==================== block 1
**Block 1: gate families picked out**

Scale bar: 50 um.
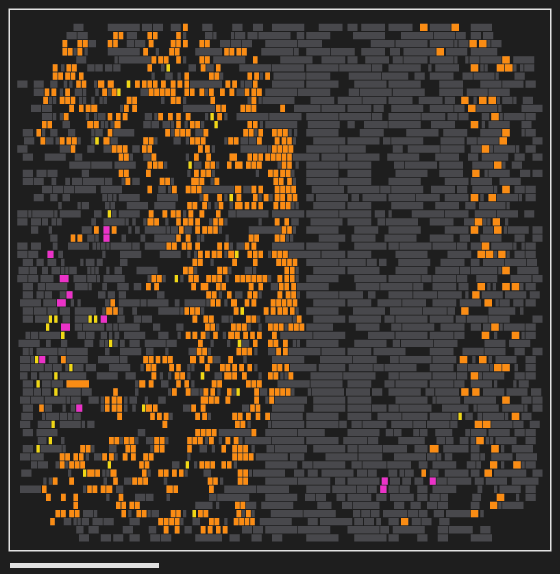

[src/rtl/retire_write_scheduler.sv]
// Retirement write scheduler: 4-lane compacting enqueue into a small FIFO,
// 3-port oldest-first drain with same-address coalescing inside each drain group.
module retire_write_scheduler #(
  parameter int DEPTH = 8
) (
  input  logic                         clk,
  input  logic                         rst,
  input  logic [3:0]                   in_valid,
  input  logic [79:0]                  in_data,
  output logic                         in_ready,
  input  logic                         hold,
  output logic [2:0]                   wr_en,
  output logic [59:0]                  wr_data,
  output logic [$clog2(DEPTH+1)-1:0]   count,
  output logic                         empty
);

  localparam int PW = $clog2(DEPTH);
  localparam int CW = $clog2(DEPTH + 1);

  logic [19:0]   mem [DEPTH];
  logic [PW-1:0] rd_ptr;
  logic [PW-1:0] wr_ptr;
  logic [2:0]    n_in;
  logic [1:0]    slot [4];
  logic [1:0]    n_out;
  logic [19:0]   ent [3];
  logic [2:0]    en_next;

  // A concurrent drain is deliberately not credited toward free space.
  assign in_ready = (count <= CW'(DEPTH - 4));
  assign empty    = (count == '0);

  always_comb begin
    n_in = '0;
    for (int i = 0; i < 4; i++) begin
      slot[i] = n_in[1:0];
      n_in    = n_in + {2'b00, in_valid[i]};
    end
    if (!in_ready) n_in = '0;

    if (hold)                    n_out = 2'd0;
    else if (count >= CW'(3))    n_out = 2'd3;
    else                         n_out = count[1:0];

    for (int k = 0; k < 3; k++) ent[k] = mem[rd_ptr + PW'(k)];

    // An older port is silenced when a younger port in the same group hits its register.
    en_next = '0;
    for (int k = 0; k < 3; k++) begin
      en_next[k] = (2'(k) < n_out);
      for (int j = k + 1; j < 3; j++) begin
        if ((2'(j) < n_out) && (ent[j][3:0] == ent[k][3:0])) en_next[k] = 1'b0;
      end
    end
  end

  always_ff @(posedge clk) begin
    if (!rst && in_ready) begin
      for (int i = 0; i < 4; i++) begin
        if (in_valid[i]) mem[wr_ptr + PW'(slot[i])] <= in_data[20*i +: 20];
      end
    end
  end

  always_ff @(posedge clk) begin
    if (rst) begin
      rd_ptr  <= '0;
      wr_ptr  <= '0;
      count   <= '0;
      wr_en   <= '0;
      wr_data <= '0;
    end else begin
      wr_ptr <= wr_ptr + PW'(n_in);
      rd_ptr <= rd_ptr + PW'(n_out);
      count  <= count + CW'(n_in) - CW'(n_out);
      wr_en  <= en_next;
      for (int k = 0; k < 3; k++) begin
        if (2'(k) < n_out) wr_data[20*k +: 20] <= ent[k];
      end
    end
  end

endmodule

[config.mk]
export PLATFORM = sky130hd
export DESIGN_NAME = retire_write_scheduler
export DESIGN_NICKNAME = d
export VERILOG_FILES = /design/src/rtl/retire_write_scheduler.sv
export SDC_FILE = /design/constraint.sdc
export NUM_CORES = 1
export LEC_CHECK = 0
export CAP_MARGIN = 0
export CORE_MARGIN = 2
export CORE_UTILIZATION = 53
export DETAILED_ROUTE_END_ITERATION = 8
export PLACE_DENSITY_LB_ADDON = 0.15
export SLEW_MARGIN = 0
export SYNTH_ARGS = -nofsm -noshare
export SYNTH_HDL_FRONTEND = slang
export SYNTH_SLANG_ARGS = --single-unit
[constraint.sdc]
create_clock -name clk -period 3.9 [get_ports clk]
set_clock_uncertainty 0.2 [all_clocks]
set_input_delay 0.78 -clock clk [delete_from_list [all_inputs] [get_ports clk]]
set_output_delay 0.78 -clock clk [all_outputs]
set_load 0.01 [all_outputs]
==================== block 2
==> config.mk <==
export PLATFORM = sky130hd
export DESIGN_NAME = pwm_fade_ctrl
export DESIGN_NICKNAME = d
export VERILOG_FILES = /design/src/rtl/pwm_fade_pkg.sv /design/src/rtl/pwm_fade_tick.sv /design/src/rtl/pwm_fade_ctrl.sv
export SDC_FILE = /design/constraint.sdc
export NUM_CORES = 1
export LEC_CHECK = 0
export CAP_MARGIN = 20
export CORE_MARGIN = 3
export CORE_UTILIZATION = 47
export CTS_CLUSTER_SIZE = 8
export DETAILED_ROUTE_END_ITERATION = 10
export PLACE_DENSITY = 0.74
export SETUP_SLACK_MARGIN = 0.05
export SLEW_MARGIN = 5
export SYNTH_ARGS = -nofsm -noshare
export SYNTH_HDL_FRONTEND = slang
export SYNTH_SLANG_ARGS = --single-unit
export TNS_END_PERCENT = 100
==> constraint.sdc <==
create_clock -name clk -period 7 [get_ports clk]
set_input_delay 1.4 -clock clk [delete_from_list [all_inputs] [get_ports clk]]
set_output_delay 1.4 -clock clk [all_outputs]
set_load 0.02 [all_outputs]
==> src/rtl/pwm_fade_pkg.sv <==
// Shared types and helpers for the LED fade sequencer.
// Build option: PWM_FADE_LOOP_EN (continuous breathing instead of single shot).
package pwm_fade_pkg;

  typedef enum logic [1:0] {
    IDLE = 2'd0,
    UP   = 2'd1,
    HOLD = 2'd2,
    DOWN = 2'd3
  } fade_state_t;

  function automatic logic [31:0] level_max(input int ctr_len);
    if (ctr_len >= 32) return 32'hFFFF_FFFF;
    return (32'd1 << ctr_len) - 32'd1;
  endfunction

  function automatic logic [31:0] clip(input logic [31:0] level, input logic [31:0] ceiling);
    return (level < ceiling) ? level : ceiling;
  endfunction

endpackage

==> src/rtl/pwm_fade_tick.sv <==
// Ramp-step prescaler: pulses tick once every TICK_DIV enabled cycles.
module pwm_fade_tick #(
  parameter int TICK_DIV = 1024
) (
  input  logic clk,
  input  logic rstn,
  input  logic en,
  input  logic clr,
  output logic tick
);

  localparam int CNT_W = $clog2(TICK_DIV);
  localparam logic [CNT_W-1:0] CNT_LAST = CNT_W'(TICK_DIV - 1);

  logic [CNT_W-1:0] prescaler_reg;

  always_ff @(posedge clk or negedge rstn) begin
    if (!rstn) begin
      prescaler_reg <= '0;
    end else if (clr) begin
      prescaler_reg <= '0;
    end else if (en) begin
      prescaler_reg <= (prescaler_reg == CNT_LAST) ? '0 : prescaler_reg + CNT_W'(1);
    end
  end

  assign tick = en && (prescaler_reg == CNT_LAST);

endmodule

==> src/rtl/pwm_fade_ctrl.sv <==
// Fade sequencer: one shared level ramps up/holds/down, clipped per channel to a ceiling.
// Build option: PWM_FADE_LOOP_EN restarts the ramp after each completed cycle.
module pwm_fade_ctrl
  import pwm_fade_pkg::*;
#(
  parameter int NUM_CH     = 8,
  parameter int CTR_LEN    = 8,
  parameter int TICK_DIV   = 1024,
  parameter int HOLD_STEPS = 16
) (
  input  logic                        clk,
  input  logic                        rstn,
  input  logic                        start,
  input  logic                        stop,
  input  logic                        cfg_valid,
  output logic                        cfg_ready,
  input  logic [$clog2(NUM_CH)-1:0]   cfg_ch,
  input  logic [CTR_LEN-1:0]          cfg_max,
  output logic [NUM_CH*CTR_LEN-1:0]   compare,
  output logic                        busy,
  output logic                        done
);

  localparam logic [CTR_LEN-1:0] LEVEL_MAX = CTR_LEN'(level_max(CTR_LEN));
  localparam int HOLD_W = (HOLD_STEPS > 1) ? $clog2(HOLD_STEPS) : 1;
  localparam logic [HOLD_W-1:0] HOLD_LAST = HOLD_W'(HOLD_STEPS - 1);

  fade_state_t         state_reg;
  logic [CTR_LEN-1:0]  level_reg;
  logic [HOLD_W-1:0]   hold_cnt_reg;
  logic                busy_reg;
  logic                done_reg;
  logic                cfg_ready_reg;
  logic                tick;

  pwm_fade_tick #(
    .TICK_DIV(TICK_DIV)
  ) u_tick (
    .clk (clk),
    .rstn(rstn),
    .en  (busy_reg),
    .clr ((state_reg == IDLE) || stop),
    .tick(tick)
  );

  always_ff @(posedge clk or negedge rstn) begin
    if (!rstn) begin
      state_reg     <= IDLE;
      level_reg     <= '0;
      hold_cnt_reg  <= '0;
      busy_reg      <= 1'b0;
      done_reg      <= 1'b0;
      cfg_ready_reg <= 1'b1;
    end else begin
      done_reg <= 1'b0;
      // Abort wins over any tick landing in the same cycle.
      if (stop && (state_reg != IDLE)) begin
        state_reg     <= IDLE;
        level_reg     <= '0;
        hold_cnt_reg  <= '0;
        busy_reg      <= 1'b0;
        cfg_ready_reg <= 1'b1;
      end else begin
        case (state_reg)
          IDLE: begin
            if (start && !stop) begin
              state_reg     <= UP;
              hold_cnt_reg  <= '0;
              busy_reg      <= 1'b1;
              cfg_ready_reg <= 1'b0;
            end
          end
          UP: begin
            if (tick) begin
              if (level_reg == LEVEL_MAX) state_reg <= HOLD;
              else                        level_reg <= level_reg + CTR_LEN'(1);
            end
          end
          HOLD: begin
            if (tick) begin
              if (hold_cnt_reg == HOLD_LAST) begin
                state_reg    <= DOWN;
                hold_cnt_reg <= '0;
              end else begin
                hold_cnt_reg <= hold_cnt_reg + HOLD_W'(1);
              end
            end
          end
          DOWN: begin
            if (tick) begin
              if (level_reg <= CTR_LEN'(1)) begin
                level_reg <= '0;
                done_reg  <= 1'b1;
`ifdef PWM_FADE_LOOP_EN
                state_reg <= UP;
`else
                state_reg     <= IDLE;
                busy_reg      <= 1'b0;
                cfg_ready_reg <= 1'b1;
`endif
              end else begin
                level_reg <= level_reg - CTR_LEN'(1);
              end
            end
          end
          default: state_reg <= IDLE;
        endcase
      end
    end
  end

  genvar gi;
  generate
    for (gi = 0; gi < NUM_CH; gi++) begin : g_ch
      logic [CTR_LEN-1:0] ceil_reg;
      logic [CTR_LEN-1:0] cmp_reg;

      // Out-of-range channel indices match no slice, so the write is dropped.
      always_ff @(posedge clk or negedge rstn) begin
        if (!rstn) begin
          ceil_reg <= LEVEL_MAX;
          cmp_reg  <= '0;
        end else begin
          if (cfg_valid && cfg_ready_reg && (32'(cfg_ch) == gi)) ceil_reg <= cfg_max;
          cmp_reg <= CTR_LEN'(clip(32'(level_reg), 32'(ceil_reg)));
        end
      end

      assign compare[gi*CTR_LEN +: CTR_LEN] = cmp_reg;
    end
  endgenerate

  assign busy      = busy_reg;
  assign done      = done_reg;
  assign cfg_ready = cfg_ready_reg;

endmodule


==> screenshots <==
Clock wiring as the flow saved it.
Plate I
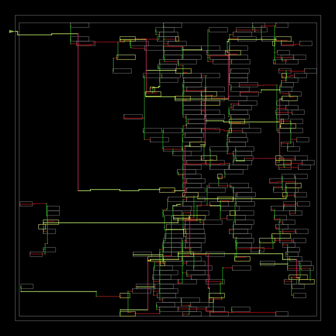
Plate II
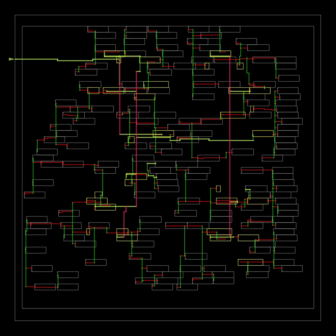
Plate I -> block 1
Plate II -> block 2
The one with the most sequential cells is Plate I.
The one with the most clock buffers is Plate I.

**Block 1: routed clock nets over the placement**

Scale bar: 50 um.
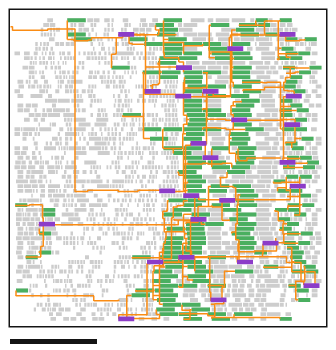
Key: orange = clock wires [length 2990 um]; purple = cells driving clock nets [count 26]; green = flip-flops [count 233]
There are 27 routed clock nets.
Clk Latency, worst-skew pair: 550 ps
clock power share: 17.5%
Clk. pwr: 0.00261 W

Notes on 'gate families picked out' of block 1 above:
Key: orange = inverting AOI/OAI gates [cells 679, most used o21ai_0]; magenta = AND and OR gates [cells 13, most used and2_1]; yellow = inverters [cells 36, most used inv_1]
Commonest Layout Cell: o21ai_0
Layout Cells excl Fill: 2366
Comb/total area: 46.3%

==> flow_summary_export.csv, block 1 <==
group,metric,value,unit
run_status,status,"complete, no violations",
floorplan,chipArea,32900,um2
setup_path,path_buffers,2,
timing,fin_crit_sh,98.0,%
placed_design,place_ws,-619,ps
global_route,grt_max_degree,98,
pwr,combPwrFrac,53.7,%
setup_path,path_depth,12,
detailed_routing,num_vias,15800,
setup_path,worstSetupPathType,"in2reg",
pwr,total_power,0.0149,W
detailed_routing,antenna_left,0,
clock_network,cts_hold_buf,0,
cells_and_area,antennaDiodeCount,0,
setup_path,reg2reg_to,"wr_data[34]$_SDFFE_PP0P_",
placed_design,dpl_cell_area,19600,um2
cells_and_area,largest_class,"combinational gates",
setup_path,max_stage_delay,580,ps
synth,ys_sh_aoi,22.5,%
cells_and_area,area_growth,22.8,%
run,drv_cap,0,
timing,slew_headroom,42.3,%
timing,setup_viol,0,
pwr,seq_power_share,28.8,%
cells_and_area,most-common-layout-cells,"405 x o21ai_0, 233 x nand2_1, 160 x edfxtp_1",
timing,fin_crit,3820,ps
cells_and_area,buf_share,15.5,%
synth,area_leaders,"edfxtp_1 29%, mux4_2 15%, o21ai_0 12%",
setup_path,crit_end,"count[3]$_SDFF_PP0_",
timing,hold-worst-slack,296,ps
setup_path,critical_path.top_delay_family,"adder cells",
global_route,grt_pass1_wl,92100,um
pwr,p_comb,0.00803,W
clock_network,cts_made_buffers,26,
timing,finalHoldViolCount,0,
global_route,grt_remaining_overflow,0,
timing,setup_ws,77.0,ps
floorplan,die_w,181,um
pwr,power.switching,0.00601,W
-- block 1: layer usage --
layer / share of wire, % / wire length, um / up-vias / GRT usage [%]
met5: 0.033 / 20 / - / 0
met4: 2.6 / 1580 / 4 / 8.68
met3: 16 / 10000 / 155 / 13.5
met2: 41 / 25100 / 1290 / 52.7
met1: 40 / 24600 / 7363 / 53.9
li1: - / - / 6995 / -
-- block 1: state kept, by name (all words and copies together), names as in the netlist --
signal,cells
rd_ptr,3
wr_ptr,3
wr_data,60
count,4
wr_en,3
mem,160
-- block 1: repair_timing --
action / CTS / global route
gates resized: 1 / 6
cloned: 0 / 0
pin swaps: 0 / 1
setup endpoints to repair: 1 / 8
endpoints found under the hold margin: 0 / 0
-- block 1: how the worst min path moves through the flow --
stage | end
final | wr_data[21]$_SDFFE_PP0P_
after global routing | wr_data[33]$_SDFFE_PP0P_
after CTS | wr_data[21]$_SDFFE_PP0P_
after detailed placement | wr_data[21]$_SDFFE_PP0P_
after global placement | wr_data[1]$_SDFFE_PP0N_
after floorplan | wr_data[0]$_SDFFE_PP0N_
**Block 2: routed clock nets over the placement**

Scale bar: 50 um.
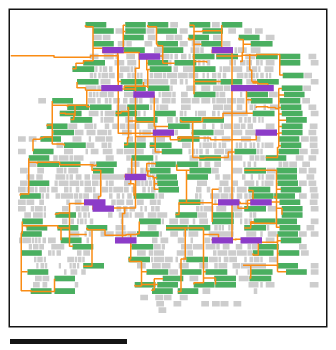
Key: purple = cells driving clock nets [count 17]; orange = clock wires [length 1730 um]; green = flip-flops [count 155]
Position of the flops: widely spread. There are 18 routed clock nets.
skew final: 8.59 ps
Clk. pwr: 0.000967 W
clock power share: 20.7%
Clk Latency, worst-skew pair: 420 ps

==> flow_summary_export.csv, block 2 <==
group,metric,value,unit
cells_and_area,n_clock_buffer,21,
cells_and_area,n_fill_cell,1312,
pwr,p_leak,4.34,nW
cells_and_area,lay_top_count,"dfrtp_1",
pwr,ir_worst_vdd,233,uV
global_route,grt_pass1_wl,30300,um
placed_design,port_buffers,82,
detailed_routing,antenna_left,0,
floorplan,taps,216,
run_status,status,"complete, no violations",
run,drv_cap,0,
synth,common_cells,"90 x dfrtp_1, 66 x ha_1, 65 x dfstp_2, 64 x mux2_2, 63 x inv_1",
synth,ys_seq_share,50.2,%
cells_and_area,comb_area_share,37.6,%
global_route,first_global_vias,5863,
timing,rsz0062_at_grt,"false",
cells_and_area,flop-count,155,
detailed_routing,vias_per_cell,5.56,
global_route,grt_max_degree,96,
cells_and_area,flop_area,3960,um2
synth,synth_chip_area,7890,um2
cells_and_area,area_share_clock_buf_inv,6.60,%
synth,area_leaders,"dfrtp_1 29%, dfstp_2 22%, ha_1 10%",
timing,worst_pin_slew,1110,ps
setup_path,ff2ff_path_depth,7,
floorplan,die_w,136,um
min_path,hold_class,"reg2reg",
detailed_routing,firstDrtPassIters,5,
cells_and_area,area.combinational,3580,um2
timing,fin_crit,3270,ps
pwr,p_int,0.00296,W
run,warnings,32,
synth,synth_top_area_share,28.6,%
cells_and_area,area_growth,20.6,%
## block 2: logic make-up after synthesis
family	share of synthesized area, %
DFF	50.2
and+or+nand+nor	9.81
AOI/OAI and AO/OA	12.1
buffers and inverters	4.41
muxes	12.2
adders and majority gates	10.5
xor gates and xnor gates	0.778
## block 2: through the flow
stage,total power [W],utilization [%]
global route,0.00499,58.8
global placement,0.00360,54.9
CTS,0.00469,58.8
detailed placement,0.00370,54.9
floorplan,0.00301,-
finish,0.00467,58.8
## block 2: power groups by stage
stage / combinational [W] / sequential (W) / clock, W
floorplan: 0.00132 / 0.00170 / 0
global placement: 0.00194 / 0.00165 / 0
detailed placement: 0.00203 / 0.00167 / 0
CTS: 0.00205 / 0.00166 / 0.000983
global route: 0.00226 / 0.00171 / 0.00102
finish: 0.00204 / 0.00166 / 0.000967
## block 2: routing by layer
metal	vias to the layer above	GRT usage (%)	part of all wire, %
met4	0	7.56	2.1
li1	2610	-	-
met2	214	35.8	48
met1	2746	28.0	43
met3	30	4.49	6.3
met5	-	0	0
## block 2: critical path: stages
cell and delay, ps:
clkdlybuf4s50_1 530, nand2b_1 340, o21ai_0 150, o221ai_1 740, or2_4 300, o31ai_1 80


==> gallery <==
Cell classes on the final placement.
Scale bar: 50 um.
panel A
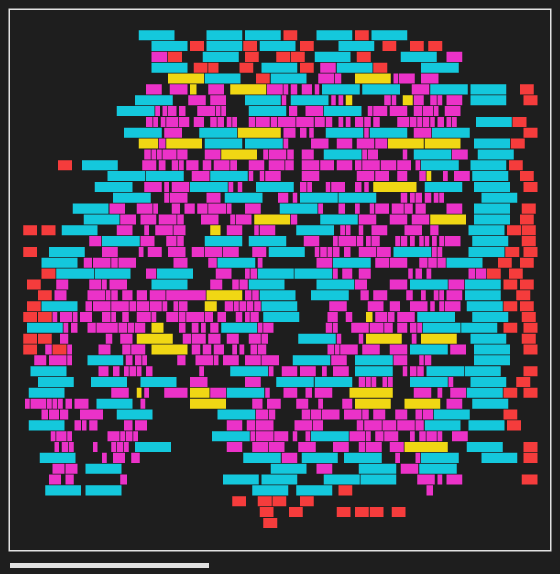
panel B
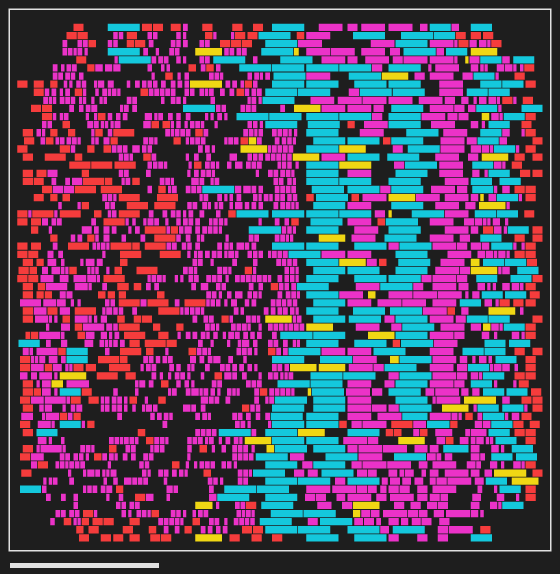
Panel B is block 1.
Panel A is block 2.
- most cells: panel B
- largest die: panel B

Key to panel A:
Key: red = other buffers and delay cells [cells 83, share of their area 9.0%]; cyan = flip-flops [cells 155, share of their area 43%]; magenta = all other logic [cells 522, share of their area 41%]; yellow = clock drivers and dummy loads [cells 32, share of their area 6.8%]

Power is estimated from default activity; no workload was simulated.
